==================== ifetch_queue
<file path="src/rtl/ifetch_queue.sv">
// ifetch_queue: instruction fetch front end with a DEPTH-entry queue.
//
// Issues sequential word-aligned fetches to an icache over a req/gnt
// handshake, tracks up to MAX_OUTST granted-but-unanswered requests, and
// queues the in-order responses with their PCs for decode. An EXE redirect
// empties the queue, reloads the fetch PC and drains in-flight responses.
//
// Ports:
//   clk, reset_n               clock, asynchronous active-low reset
//   reset_adr_i                boot PC, taken in the cycle after reset release
//   icache_req_o/adr_o         fetch request and its word address (0 when idle)
//   icache_gnt_i               request accepted this cycle
//   icache_rvalid_i/instr_i    in-order response
//   flush_v_i, pc_data_q_i     redirect and its target PC
//   dec_ready_i                decode consumes the head entry this cycle
//   instr_v_q_o/instr_q_o/pc_q_o  head entry valid, instruction, PC
module ifetch_queue #(
  parameter int XLEN      = 32,
  parameter int DEPTH     = 4,
  parameter int MAX_OUTST = 2
) (
  input  logic            clk,
  input  logic            reset_n,
  input  logic [XLEN-1:0] reset_adr_i,
  output logic            icache_req_o,
  output logic [XLEN-1:0] icache_adr_o,
  input  logic            icache_gnt_i,
  input  logic            icache_rvalid_i,
  input  logic [31:0]     icache_instr_i,
  input  logic            flush_v_i,
  input  logic [XLEN-1:0] pc_data_q_i,
  input  logic            dec_ready_i,
  output logic            instr_v_q_o,
  output logic [31:0]     instr_q_o,
  output logic [XLEN-1:0] pc_q_o
);

  localparam int OW = $clog2(MAX_OUTST + 1);
  localparam int CW = $clog2(DEPTH + 1);
  localparam int PW = $clog2(DEPTH);

  typedef enum logic [1:0] {
    S_BOOT  = 2'd0,
    S_RUN   = 2'd1,
    S_DRAIN = 2'd2
  } state_t;

  state_t          r_state;
  state_t          w_state_nxt;
  logic [XLEN-1:0] r_req_pc;
  logic [XLEN-1:0] r_rsp_pc;
  logic [OW-1:0]   r_outst;
  logic [CW-1:0]   r_count;
  logic [PW-1:0]   r_wptr;
  logic [PW-1:0]   r_rptr;
  logic [31:0]     r_mem_instr [DEPTH];
  logic [XLEN-1:0] r_mem_pc    [DEPTH];

  logic            w_flush;
  logic            w_credit_ok;
  logic            w_req;
  logic            w_gnt;
  logic            w_rsp;
  logic            w_push;
  logic            w_pop;
  logic [OW-1:0]   w_outst_nxt;
  logic [31:0]     w_fill;

  // A redirect while still in BOOT has no fetch stream to act on.
  assign w_flush = flush_v_i && (r_state != S_BOOT);

  // Credit rule: every granted request already owns a queue slot, so a
  // response can always be pushed without checking for space.
  assign w_fill      = 32'(r_count) + 32'(r_outst);
  assign w_credit_ok = (w_fill < 32'(DEPTH)) && (32'(r_outst) < 32'(MAX_OUTST));
  assign w_req       = (r_state == S_RUN) && !flush_v_i && w_credit_ok;
  assign w_gnt       = w_req && icache_gnt_i;

  // Responses with nothing outstanding are stale (e.g. across reset) and ignored.
  assign w_rsp  = icache_rvalid_i && (r_outst != '0);
  assign w_push = w_rsp && (r_state == S_RUN) && !w_flush;
  assign w_pop  = (r_count != '0) && dec_ready_i && !w_flush;

  assign w_outst_nxt = r_outst + OW'(w_gnt) - OW'(w_rsp);

  assign icache_req_o = w_req;
  assign icache_adr_o = w_req ? r_req_pc : '0;
  assign instr_v_q_o  = (r_count != '0);
  assign instr_q_o    = r_mem_instr[r_rptr];
  assign pc_q_o       = r_mem_pc[r_rptr];

  always_comb begin
    w_state_nxt = r_state;
    case (r_state)
      S_BOOT: w_state_nxt = S_RUN;
      S_RUN, S_DRAIN: begin
        if (w_flush) begin
          w_state_nxt = (w_outst_nxt != '0) ? S_DRAIN : S_RUN;
        end else if ((r_state == S_DRAIN) && (w_outst_nxt == '0)) begin
          w_state_nxt = S_RUN;
        end
      end
      default: w_state_nxt = S_BOOT;
    endcase
  end

  always_ff @(posedge clk or negedge reset_n) begin
    if (!reset_n) begin
      r_state  <= S_BOOT;
      r_req_pc <= '0;
      r_rsp_pc <= '0;
      r_outst  <= '0;
      r_count  <= '0;
      r_wptr   <= '0;
      r_rptr   <= '0;
    end else begin
      r_state <= w_state_nxt;
      r_outst <= w_outst_nxt;
      if (r_state == S_BOOT) begin
        r_req_pc <= reset_adr_i;
        r_rsp_pc <= reset_adr_i;
      end else if (w_flush) begin
        r_req_pc <= pc_data_q_i;
        r_rsp_pc <= pc_data_q_i;
        r_count  <= '0;
        r_wptr   <= '0;
        r_rptr   <= '0;
      end else begin
        if (w_gnt) begin
          r_req_pc <= r_req_pc + XLEN'(4);
        end
        if (w_push) begin
          r_rsp_pc <= r_rsp_pc + XLEN'(4);
          r_wptr   <= r_wptr + 1'b1;
        end
        if (w_pop) begin
          r_rptr <= r_rptr + 1'b1;
        end
        r_count <= r_count + CW'(w_push) - CW'(w_pop);
      end
    end
  end

  // Queue storage is cleared on reset so the head outputs read 0.
  always_ff @(posedge clk or negedge reset_n) begin
    if (!reset_n) begin
      for (int i = 0; i < DEPTH; i++) begin
        r_mem_instr[i] <= '0;
        r_mem_pc[i]    <= '0;
      end
    end else if (w_push) begin
      r_mem_instr[r_wptr] <= icache_instr_i;
      r_mem_pc[r_wptr]    <= r_rsp_pc;
    end
  end

  a_no_push_full : assert property (@(posedge clk) disable iff (!reset_n)
    !(w_push && !w_pop && (r_count == CW'(DEPTH))));
  a_no_orphan_rsp : assert property (@(posedge clk) disable iff (!reset_n)
    !(icache_rvalid_i && (r_outst == '0) && (r_state != S_BOOT)));

endmodule

</file>
<file path="config.mk">
export PLATFORM = sky130hd
export DESIGN_NAME = ifetch_queue
export DESIGN_NICKNAME = d
export VERILOG_FILES = /design/src/rtl/ifetch_queue.sv
export SDC_FILE = /design/constraint.sdc
export NUM_CORES = 1
export LEC_CHECK = 0
export CAP_MARGIN = 20
export CORE_MARGIN = 2
export CORE_UTILIZATION = 51
export DETAILED_ROUTE_END_ITERATION = 8
export HOLD_SLACK_MARGIN = 0.05
export PLACE_DENSITY_LB_ADDON = 0.1
export RECOVER_POWER = 50
export SLEW_MARGIN = 5
export SYNTH_ARGS = -nofsm -noshare
export SYNTH_HDL_FRONTEND = slang
export SYNTH_SLANG_ARGS = --single-unit
</file>
<file path="constraint.sdc">
create_clock -name clk -period 2.64 [get_ports clk]
set_input_delay 0.66 -clock clk [delete_from_list [all_inputs] [get_ports clk]]
set_output_delay 0.66 -clock clk [all_outputs]
set_load 0.02 [all_outputs]
</file>
==================== i4001_dbg_arbiter
[src/rtl/i4001_dbg_arbiter.sv]
// Round-robin arbiter/sequencer for the shared i4001 ROM debug port.
// Reads are held off the A3/M1 slots so the ROM fetch register is never disturbed.
module i4001_dbg_arbiter #(
  parameter int NUM_REQ = 2
) (
  input  logic                     i_clk,
  input  logic                     i_rst_n,
  input  logic                     i_sync,
  input  logic [NUM_REQ-1:0]       i_req_vld,
  input  logic [NUM_REQ-1:0]       i_req_we,
  input  logic [NUM_REQ-1:0][11:0] i_req_addr,
  input  logic [NUM_REQ-1:0][7:0]  i_req_wdata,
  output logic [NUM_REQ-1:0]       o_req_rdy,
  output logic [NUM_REQ-1:0]       o_rsp_vld,
  output logic [7:0]               o_rsp_rdata,
  output logic                     o_rsp_err,
  output logic                     o_busy,
  output logic [11:0]              o_dbg_addr,
  output logic [7:0]               o_dbg_wdata,
  output logic                     o_dbg_wen,
  output logic                     o_dbg_ren,
  input  logic [7:0]               i_dbg_rdata,
  input  logic                     i_dbg_rdata_vld
);

  // state  | meaning
  // IDLE   | grant the next requester in rotation
  // ISSUE  | drive wen, or ren once the phase slot allows it
  // WAIT   | sample the ROM read data / valid
  // RESP   | pulse rsp_vld to the owner, advance rr_ptr
  typedef enum logic [1:0] {S_IDLE, S_ISSUE, S_WAIT, S_RESP} state_t;

  state_t            r_state;
  state_t            w_state_nxt;
  logic [3:0]        r_phase;
  logic              r_phase_vld;
  logic              w_read_ok;
  logic [1:0]        r_rr_ptr;
  logic [1:0]        r_idx;
  logic              r_we;
  logic [11:0]       r_addr;
  logic [7:0]        r_wdata;
  logic [7:0]        r_rdata;
  logic              r_err;
  logic [NUM_REQ-1:0] w_grant;
  logic              w_accept;
  logic              w_sel_we;
  logic [11:0]       w_sel_addr;
  logic [7:0]        w_sel_wdata;
  logic [1:0]        w_sel_idx;

  // Phase counter saturates at 15 so a stopped CPU drops phase_vld.
  always_ff @(posedge i_clk or negedge i_rst_n) begin
    if (!i_rst_n) begin
      r_phase     <= 4'd0;
      r_phase_vld <= 1'b0;
    end else begin
      if (i_sync)
        r_phase <= 4'd0;
      else if (r_phase != 4'hF)
        r_phase <= r_phase + 4'd1;
      if (i_sync)
        r_phase_vld <= 1'b1;
      else if (r_phase == 4'hF)
        r_phase_vld <= 1'b0;
    end
  end

  assign w_read_ok = !r_phase_vld || ((r_phase != 4'd2) && (r_phase != 4'd3));

  always_comb begin : p_grant
    logic found;
    found   = 1'b0;
    w_grant = '0;
    for (int k = 1; k <= NUM_REQ; k++) begin
      for (int i = 0; i < NUM_REQ; i++) begin
        if (!found && i_req_vld[i] && (i == (int'(r_rr_ptr) + k) % NUM_REQ)) begin
          w_grant[i] = 1'b1;
          found      = 1'b1;
        end
      end
    end
  end

  always_comb begin
    w_sel_we    = 1'b0;
    w_sel_addr  = 12'd0;
    w_sel_wdata = 8'd0;
    w_sel_idx   = 2'd0;
    for (int i = 0; i < NUM_REQ; i++) begin
      if (w_grant[i]) begin
        w_sel_we    = i_req_we[i];
        w_sel_addr  = i_req_addr[i];
        w_sel_wdata = i_req_wdata[i];
        w_sel_idx   = 2'(i);
      end
    end
  end

  assign w_accept = (r_state == S_IDLE) && (|w_grant);

  always_ff @(posedge i_clk or negedge i_rst_n) begin
    if (!i_rst_n)
      r_state <= S_IDLE;
    else
      r_state <= w_state_nxt;
  end

  always_comb begin
    w_state_nxt = r_state;
    case (r_state)
      S_IDLE:  if (w_accept) w_state_nxt = S_ISSUE;
      S_ISSUE: begin
        if (r_we)
          w_state_nxt = S_RESP;
        else if (w_read_ok)
          w_state_nxt = S_WAIT;
      end
      S_WAIT:  w_state_nxt = S_RESP;
      S_RESP:  w_state_nxt = S_IDLE;
      default: w_state_nxt = S_IDLE;
    endcase
  end

  always_ff @(posedge i_clk or negedge i_rst_n) begin
    if (!i_rst_n) begin
      r_we     <= 1'b0;
      r_addr   <= 12'd0;
      r_wdata  <= 8'd0;
      r_idx    <= 2'd0;
      r_rdata  <= 8'd0;
      r_err    <= 1'b0;
      r_rr_ptr <= 2'(NUM_REQ - 1);
    end else begin
      if (w_accept) begin
        r_we    <= w_sel_we;
        r_addr  <= w_sel_addr;
        r_wdata <= w_sel_wdata;
        r_idx   <= w_sel_idx;
        r_rdata <= 8'd0;
        r_err   <= 1'b0;
      end
      // An unclaimed chip ID leaves rdata_vld low: report it as an error.
      if (r_state == S_WAIT) begin
        r_rdata <= i_dbg_rdata_vld ? i_dbg_rdata : 8'd0;
        r_err   <= !i_dbg_rdata_vld;
      end
      if (r_state == S_RESP)
        r_rr_ptr <= r_idx;
    end
  end

  always_comb begin
    o_busy      = (r_state != S_IDLE);
    o_req_rdy   = ((r_state == S_IDLE) && i_rst_n) ? w_grant : '0;
    o_dbg_addr  = o_busy ? r_addr : 12'd0;
    o_dbg_wdata = o_busy ? r_wdata : 8'd0;
    o_dbg_wen   = (r_state == S_ISSUE) && r_we;
    o_dbg_ren   = (r_state == S_ISSUE) && !r_we && w_read_ok;
    o_rsp_rdata = (r_state == S_RESP) ? r_rdata : 8'd0;
    o_rsp_err   = (r_state == S_RESP) && r_err;
    o_rsp_vld   = '0;
    for (int i = 0; i < NUM_REQ; i++)
      o_rsp_vld[i] = (r_state == S_RESP) && (r_idx == 2'(i));
  end

endmodule

[config.mk]
export PLATFORM = sky130hd
export DESIGN_NAME = i4001_dbg_arbiter
export DESIGN_NICKNAME = d
export VERILOG_FILES = /design/src/rtl/i4001_dbg_arbiter.sv
export SDC_FILE = /design/constraint.sdc
export NUM_CORES = 1
export LEC_CHECK = 0
export ABC_AREA = 0
export CORE_UTILIZATION = 35
export DETAILED_ROUTE_END_ITERATION = 12
export PLACE_DENSITY = 0.73
export SYNTH_ARGS = -nofsm -noshare
export SYNTH_HDL_FRONTEND = slang
export SYNTH_SLANG_ARGS = --single-unit
export TNS_END_PERCENT = 20
[constraint.sdc]
create_clock -name i_clk -period 2.7 [get_ports i_clk]
set_input_delay 0.27 -clock i_clk [delete_from_list [all_inputs] [get_ports i_clk]]
set_output_delay 0.27 -clock i_clk [all_outputs]
set_load 0.02 [all_outputs]
==================== encoder_step_scheduler
[src/rtl/encoder_step_scheduler.sv]
// Round-robin command scheduler for the quadrature Encoder emulator: turns (dir, count)
// commands into one-cycle horario/antihorario pulses spaced GAP cycles apart.
module encoder_step_scheduler #(
   parameter int unsigned CNT_W = 8,
   parameter int unsigned GAP   = 8
) (
   input  logic             clk,
   input  logic             rst,
   input  logic             req0_valid,
   input  logic             req0_dir,
   input  logic [CNT_W-1:0] req0_count,
   output logic             req0_ready,
   input  logic             req1_valid,
   input  logic             req1_dir,
   input  logic [CNT_W-1:0] req1_count,
   output logic             req1_ready,
   input  logic             abort,
   output logic             horario,
   output logic             antihorario,
   output logic             busy,
   output logic             grant_id,
   output logic [CNT_W-1:0] steps_left,
   output logic             done
);

   if (GAP < 6) begin : g_gap_check
      $error("encoder_step_scheduler: GAP must be >= 6");
   end

   localparam int unsigned WaitW = $clog2(GAP);

   typedef enum logic [1:0] {StIdle, StPulse, StWait} state_e;

   state_e           r_state, w_state_next;
   logic             r_rr_ptr;
   logic             r_dir;
   logic             r_busy;
   logic             r_done;
   logic             r_grant;
   logic             r_abort_pend;
   logic             r_hor;
   logic             r_anti;
   logic [CNT_W-1:0] r_steps;
   logic [WaitW-1:0] r_wait;

   logic             w_idle;
   logic             w_accept;
   logic             w_winner;
   logic             w_cmd_dir;
   logic [CNT_W-1:0] w_cmd_cnt;
   logic             w_dir_eff;
   logic             w_expire;
   logic             w_more;
   logic             w_fire;
   logic             w_finish;

   // A zero-count command keeps the FSM in StIdle but holds busy for one cycle;
   // ready stays low until its done cycle.
   assign w_idle     = (r_state == StIdle) & ~r_busy & ~rst;
   assign req0_ready = w_idle & req0_valid & (~req1_valid | ~r_rr_ptr);
   assign req1_ready = w_idle & req1_valid & (~req0_valid | r_rr_ptr);
   assign w_accept   = req0_ready | req1_ready;
   assign w_winner   = req1_ready;
   assign w_cmd_dir  = w_winner ? req1_dir : req0_dir;
   assign w_cmd_cnt  = w_winner ? req1_count : req0_count;
   assign w_dir_eff  = w_accept ? w_cmd_dir : r_dir;
   assign w_expire   = (r_state == StWait) && (r_wait == '0);
   assign w_more     = (r_steps != '0) && !r_abort_pend;

   always_comb begin
      w_state_next = r_state;
      w_fire       = 1'b0;
      w_finish     = 1'b0;
      unique case (r_state)
         StIdle: begin
            if (r_busy) begin
               w_finish = 1'b1;
            end else if (w_accept && (w_cmd_cnt != '0)) begin
               w_state_next = StPulse;
               w_fire       = 1'b1;
            end
         end
         StPulse: begin
            w_state_next = StWait;
         end
         StWait: begin
            if (w_expire) begin
               if (w_more) begin
                  w_state_next = StPulse;
                  w_fire       = 1'b1;
               end else begin
                  w_state_next = StIdle;
                  w_finish     = 1'b1;
               end
            end
         end
         default: begin
            w_state_next = StIdle;
         end
      endcase
   end

   always_ff @(posedge clk or posedge rst) begin
      if (rst) begin
         r_state      <= StIdle;
         r_rr_ptr     <= 1'b0;
         r_dir        <= 1'b0;
         r_busy       <= 1'b0;
         r_done       <= 1'b0;
         r_grant      <= 1'b0;
         r_abort_pend <= 1'b0;
         r_hor        <= 1'b0;
         r_anti       <= 1'b0;
         r_steps      <= '0;
         r_wait       <= '0;
      end else begin
         r_state <= w_state_next;
         r_hor   <= w_fire & ~w_dir_eff;
         r_anti  <= w_fire & w_dir_eff;
         r_done  <= w_finish;

         if (w_accept) begin
            r_grant  <= w_winner;
            r_rr_ptr <= ~w_winner;
            r_dir    <= w_cmd_dir;
            r_busy   <= 1'b1;
            r_steps  <= (w_cmd_cnt == '0) ? '0 : w_cmd_cnt - 1'b1;
         end else begin
            if (w_fire) begin
               r_steps <= r_steps - 1'b1;
            end
            if (w_finish) begin
               r_busy <= 1'b0;
            end
         end

         // Abort taken on the accept edge counts for the new command.
         if (w_finish) begin
            r_abort_pend <= 1'b0;
         end else if (abort && (r_busy || w_accept)) begin
            r_abort_pend <= 1'b1;
         end

         if (r_state == StPulse) begin
            r_wait <= WaitW'(GAP - 2);
         end else if ((r_state == StWait) && (r_wait != '0)) begin
            r_wait <= r_wait - 1'b1;
         end
      end
   end

   assign horario     = r_hor;
   assign antihorario = r_anti;
   assign busy        = r_busy;
   assign grant_id    = r_grant;
   assign steps_left  = r_steps;
   assign done        = r_done;

endmodule

[config.mk]
export PLATFORM = sky130hd
export DESIGN_NAME = encoder_step_scheduler
export DESIGN_NICKNAME = d
export VERILOG_FILES = /design/src/rtl/encoder_step_scheduler.sv
export SDC_FILE = /design/constraint.sdc
export NUM_CORES = 1
export LEC_CHECK = 0
export CAP_MARGIN = 15
export CORE_ASPECT_RATIO = 1.5
export CORE_MARGIN = 8
export CORE_UTILIZATION = 44
export CTS_CLUSTER_DIAMETER = 60
export DETAILED_ROUTE_END_ITERATION = 8
export PLACE_DENSITY = 0.85
export SETUP_SLACK_MARGIN = 0.4
export SLEW_MARGIN = 20
export SYNTH_ARGS = -nofsm -noshare
export SYNTH_HDL_FRONTEND = slang
export SYNTH_SLANG_ARGS = --single-unit
[constraint.sdc]
create_clock -name clk -period 2.3 [get_ports clk]
set_input_delay 0.345 -clock clk [delete_from_list [all_inputs] [get_ports clk]]
set_output_delay 0.345 -clock clk [all_outputs]
set_load 0.02 [all_outputs]

==> screenshots <==
Signal wires on met1.
Supply wires on this layer in grey.
panel A
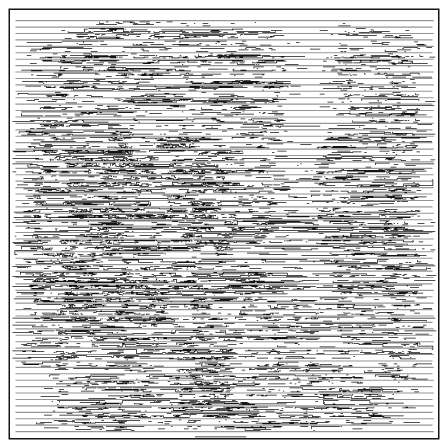
panel B
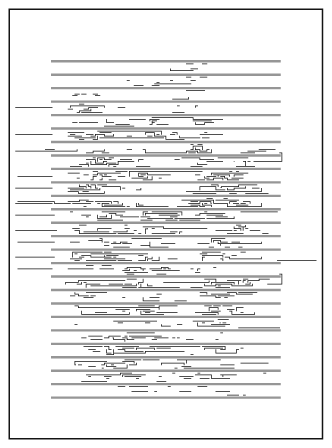
panel C
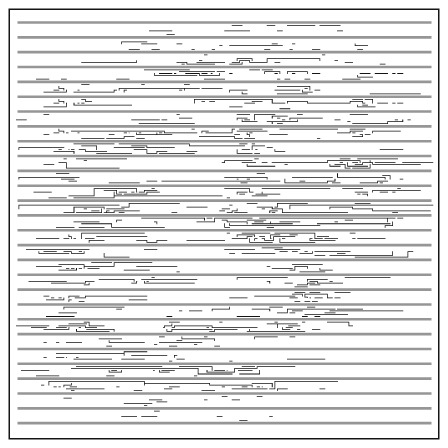
panel B: encoder_step_scheduler
panel A: ifetch_queue
panel C: i4001_dbg_arbiter

Key to panel A:
nets with wire on the layer = 1492
longest straight run = 64.9 um

i4001_dbg_arbiter, signal wires on met3:
Bar = 20 um.
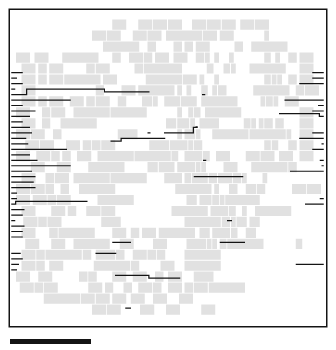
main direction = horizontal
nets with wire on the layer = 58

==> qor.yml, i4001_dbg_arbiter <==
timing.final.hold_violations: 0
cts_inserted_buffers: 5
netlist_logic_family_top: "simple AND/OR/NAND/NOR gates"
largest_register: "r_addr"
top_cell_type_s_share_of_synthesized_area_pct: 46.5
comb_power_share_pct: 54.0
cpLargestDelayFamily: "buffers and inverters"
run_status: "complete, no violations"
top_power_group: "combinational cells"
cp_max_fo: 16
area_share_clock_buf_inv_pct: 3.21
layoutNonFillerInstCount: 366
final-setup-viol-count: 0
ys_sh_mux_pct: 2.08
global_route_wire_length_before_repair_um: 8570
max-vdd-ir-drop_mv: 0.475
max-slew-margin-rel_pct: 67.7
timing.final.max_slew_violations: 0
postLayoutCoreUtil_pct: 56.0
final.period_utilization_pct: 89.4
ant_nets: 0
setup.worst_path.end_class: "output port"
fp.coreArea_mm2: 0.00557
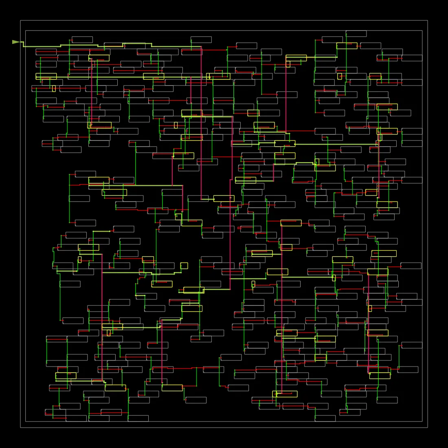
ifetch_queue: clock wiring as the flow saved it
flip-flops: 329
final clock skew: 0.0105 ns
worst-skew pair later-pin latency: 0.52 ns
total clock sinks: 329
power consumed by the clock network: 5.07 mW

==> qor.yml, ifetch_queue <==
final.period_utilization_pct: 116
timing.final.max_slew_violations: 68
layout_top_cell_excl_fill_tap: "sky130_fd_sc_hd__dfrtp_1"
setup.worst_path.end_class: "output port"
seq_share_pct: 38.9
cts_tree: "done"
synth.most_common_cell: "sky130_fd_sc_hd__dfrtp_1"
first_global_vias: 12100
overflow: 0
syn_avg_cell_area_um2: 12.9
ys_types: 59
share_of_synthesized_registers_carrying_an_async_set_or_reset_pct: 100
critical_path.most_common_cell: "sky130_fd_sc_hd__buf_6"
worst_slack_ns: -0.421
dr_total_vias: 11800
layout.area.top_class: "registers"
ys_sh_aoi_pct: 8.39
num_tap_cells: 396
pg_comb_mw: 11.8
worstPathArrival_ns: 2.40
post_synth_most_frequent_cells: "sky130_fd_sc_hd__dfrtp_1 (329), sky130_fd_sc_hd__mux2_2 (256), sky130_fd_sc_hd__mux4_2 (64)"
min_delay_worst_endpoint: "r_mem_instr[50]$_DFFE_PN0P_"
failing_checks: "max-capacitance violations, max-slew violations, negative setup slack"
m1_wire_length_um: 18900
cpPeakStageDelay_ns: 0.52
total_leakage_power_nw: 9.52
global_route_wire_length_before_repair_um: 68900
p_switching_mw: 9.13
share_of_power_burned_in_the_clock_network_pct: 19.9
area_share_clock_buf_inv_pct: 5.64
rsz0062_at_grt: "true"
post_cts.repair.setup_buffers: 26
top_power_group: "combinational cells"
path_depth: 7
layout.non_clock_buffers: 336
layoutNonFillerInstCount: 1945
ys_area_mm2: 0.0160
crit-reg2reg-launch: "r_state[0]$_DFFE_PN0P_"
setup_slack_placement_ns: -0.558
tool_warnings: 35
count_of_max_cap_constraint_violations: 1
inverters: 19
seq_power_share_pct: 33.8
first_iter_violations: 967
initial_utilization_pct: 52.1
seqCellArea_mm2: 0.00824
placed_cell_area_mm2: 0.0192
gp_routability_congestion: 0.867
clk_pin_slew_worst_paths_ns: 0.06
buffering_overhead_pct: 16.7
top_cell_type_s_share_of_synthesized_area_pct: 51.3
cts.hold.buffers_added: 0
netlist_logic_family_top: "multiplexers"
power_sequential_mw: 8.63
synthAdderAreaFrac_pct: 1.30
ys_sh_mux_pct: 27.2
postRouteWirelength_um: 43700
final-setup-viol-count: 150
logic_area_mm2: 0.00761
globalRouteMet1Util_pct: 37.8
run_status: "complete, but fails checks"
post_synth_main_area_contributors: "sky130_fd_sc_hd__dfrtp_1 (51%), sky130_fd_sc_hd__mux2_2 (18%), sky130_fd_sc_hd__mux4_2 (9.0%), sky130_fd_sc_hd__a21oi_1 (1.8%), sky130_fd_sc_hd__nand2_1 (1.4%)"
fin_crit_ns: 3.06
placement_rows: 64
encoder_step_scheduler, gate-type map:
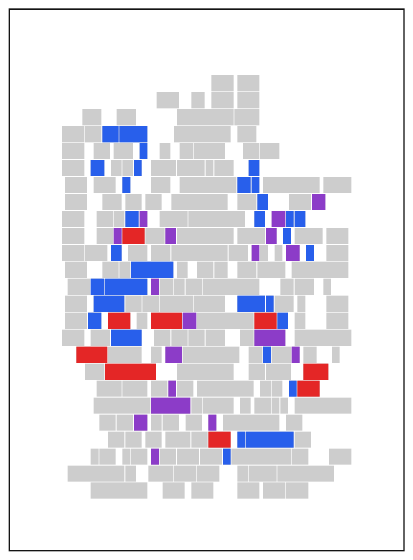
blue -> nor cells  # cells 31, most used nor2_1
red -> mux cells  # cells 9, most used mux2i_1
purple -> nand cells  # cells 18, most used nand2_1

encoder_step_scheduler, met2 routing:
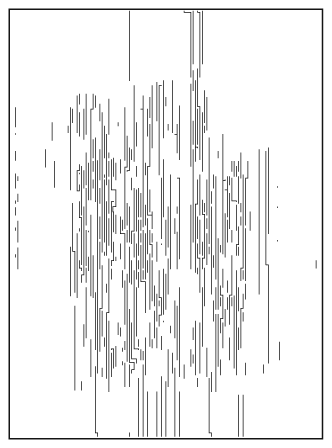
wire length on this layer = 2280 um
nets with wire on the layer = 226
share of all routed wire = 57%

==> qor.yml, encoder_step_scheduler <==
grt.met3_usage_pct: 1.55
synth_area_leader_cell: "sky130_fd_sc_hd__dfrtp_1"
cts.htree.levels: 1
ys_sh_mux_pct: 6.26
setup.worst_path.start: "r_state[1]$_DFFE_PP0P_"
num-fill-cells: 230
cts.sinks: 21
cpLargestDelayFamily: "simple AND/OR/NAND/NOR gates"
bufs_on_longest_clock_path: 2
ordered_cell_list_for_the_critical_path: "nor4_4 -> nand3_4 -> mux2i_2 -> buf_4 -> buf_6 -> ha_4 -> buf_6 -> a211o_1 -> a21oi_2 -> a221oi_2"
worst_ep_required_time_ns: 2.44
clock_tree.root_cell: "sky130_fd_sc_hd__clkbuf_8"
capture_point_of_the_worst_path: "steps_left[6]$_DFFE_PP0P_"
num_tap_cells: 40
grtUsageTotal_pct: 14.8
netlist_logic_family_top: "simple AND/OR/NAND/NOR gates"
seq_share_pct: 23.6
run_status: "complete, no violations"
post_synth_most_frequent_cells: "sky130_fd_sc_hd__dfrtp_1 (21), sky130_fd_sc_hd__nor2_1 (12), sky130_fd_sc_hd__o21ai_0 (12)"
first_iter_violations: 70
worstPathArrival_ns: 2.41
inverters: 9
max_reg_flops: 8
worst_hold_margin_ns: 0.155
lay_top_cells: "sky130_fd_sc_hd__clkdlybuf4s50_1 (34), sky130_fd_sc_hd__buf_4 (24), sky130_fd_sc_hd__dfrtp_1 (20)"
first_global_vias: 1538
yosysWarnings: 0
timing_worst_slew_pin_value_ns: 0.482
tool_warnings: 32
cts.hold.buffers_added: 0
xor_share_pct: 7.80
postSynthSeqShare_pct: 36.0
setup.worst_path.end_class: "register"
power_sequential_mw: 0.676
powerDensity_mw_per_mm2: 987
ys_sh_aoi_pct: 16.7
met2WireLength_um: 2280
buffering_overhead_pct: 25.9
critical_path.most_common_cell: "sky130_fd_sc_hd__buf_6"
setup_tns_ns: 0
r2r_cells: 10
vert_die_dim_um: 86.5
cts_inserted_buffers: 3
ant_nets: 0
netlist_instances: 159
final-setup-viol-count: 0
multi_input_comb_cells: 125
layout.area.top_class: "combinational gates"
i_o_pin_total: 38
post_layout_net_count: 252
final.period_utilization_pct: 98.9
overflow: 0
highest_layer: "met4"
synth_flops: 21
globalRouteMet1Util_pct: 14.9
global_routing_usage_on_met2_pct: 28.2
logic_area_um2: 998
comb_area_share_pct: 44.7
insertedDiodeCount: 0
layout_top_cell_excl_fill_tap: "sky130_fd_sc_hd__clkdlybuf4s50_1"
power.internal_mw: 1.31
synth.most_common_cell: "sky130_fd_sc_hd__dfrtp_1"

Power figures rest on the tool's default switching activity, not on a simulated workload.
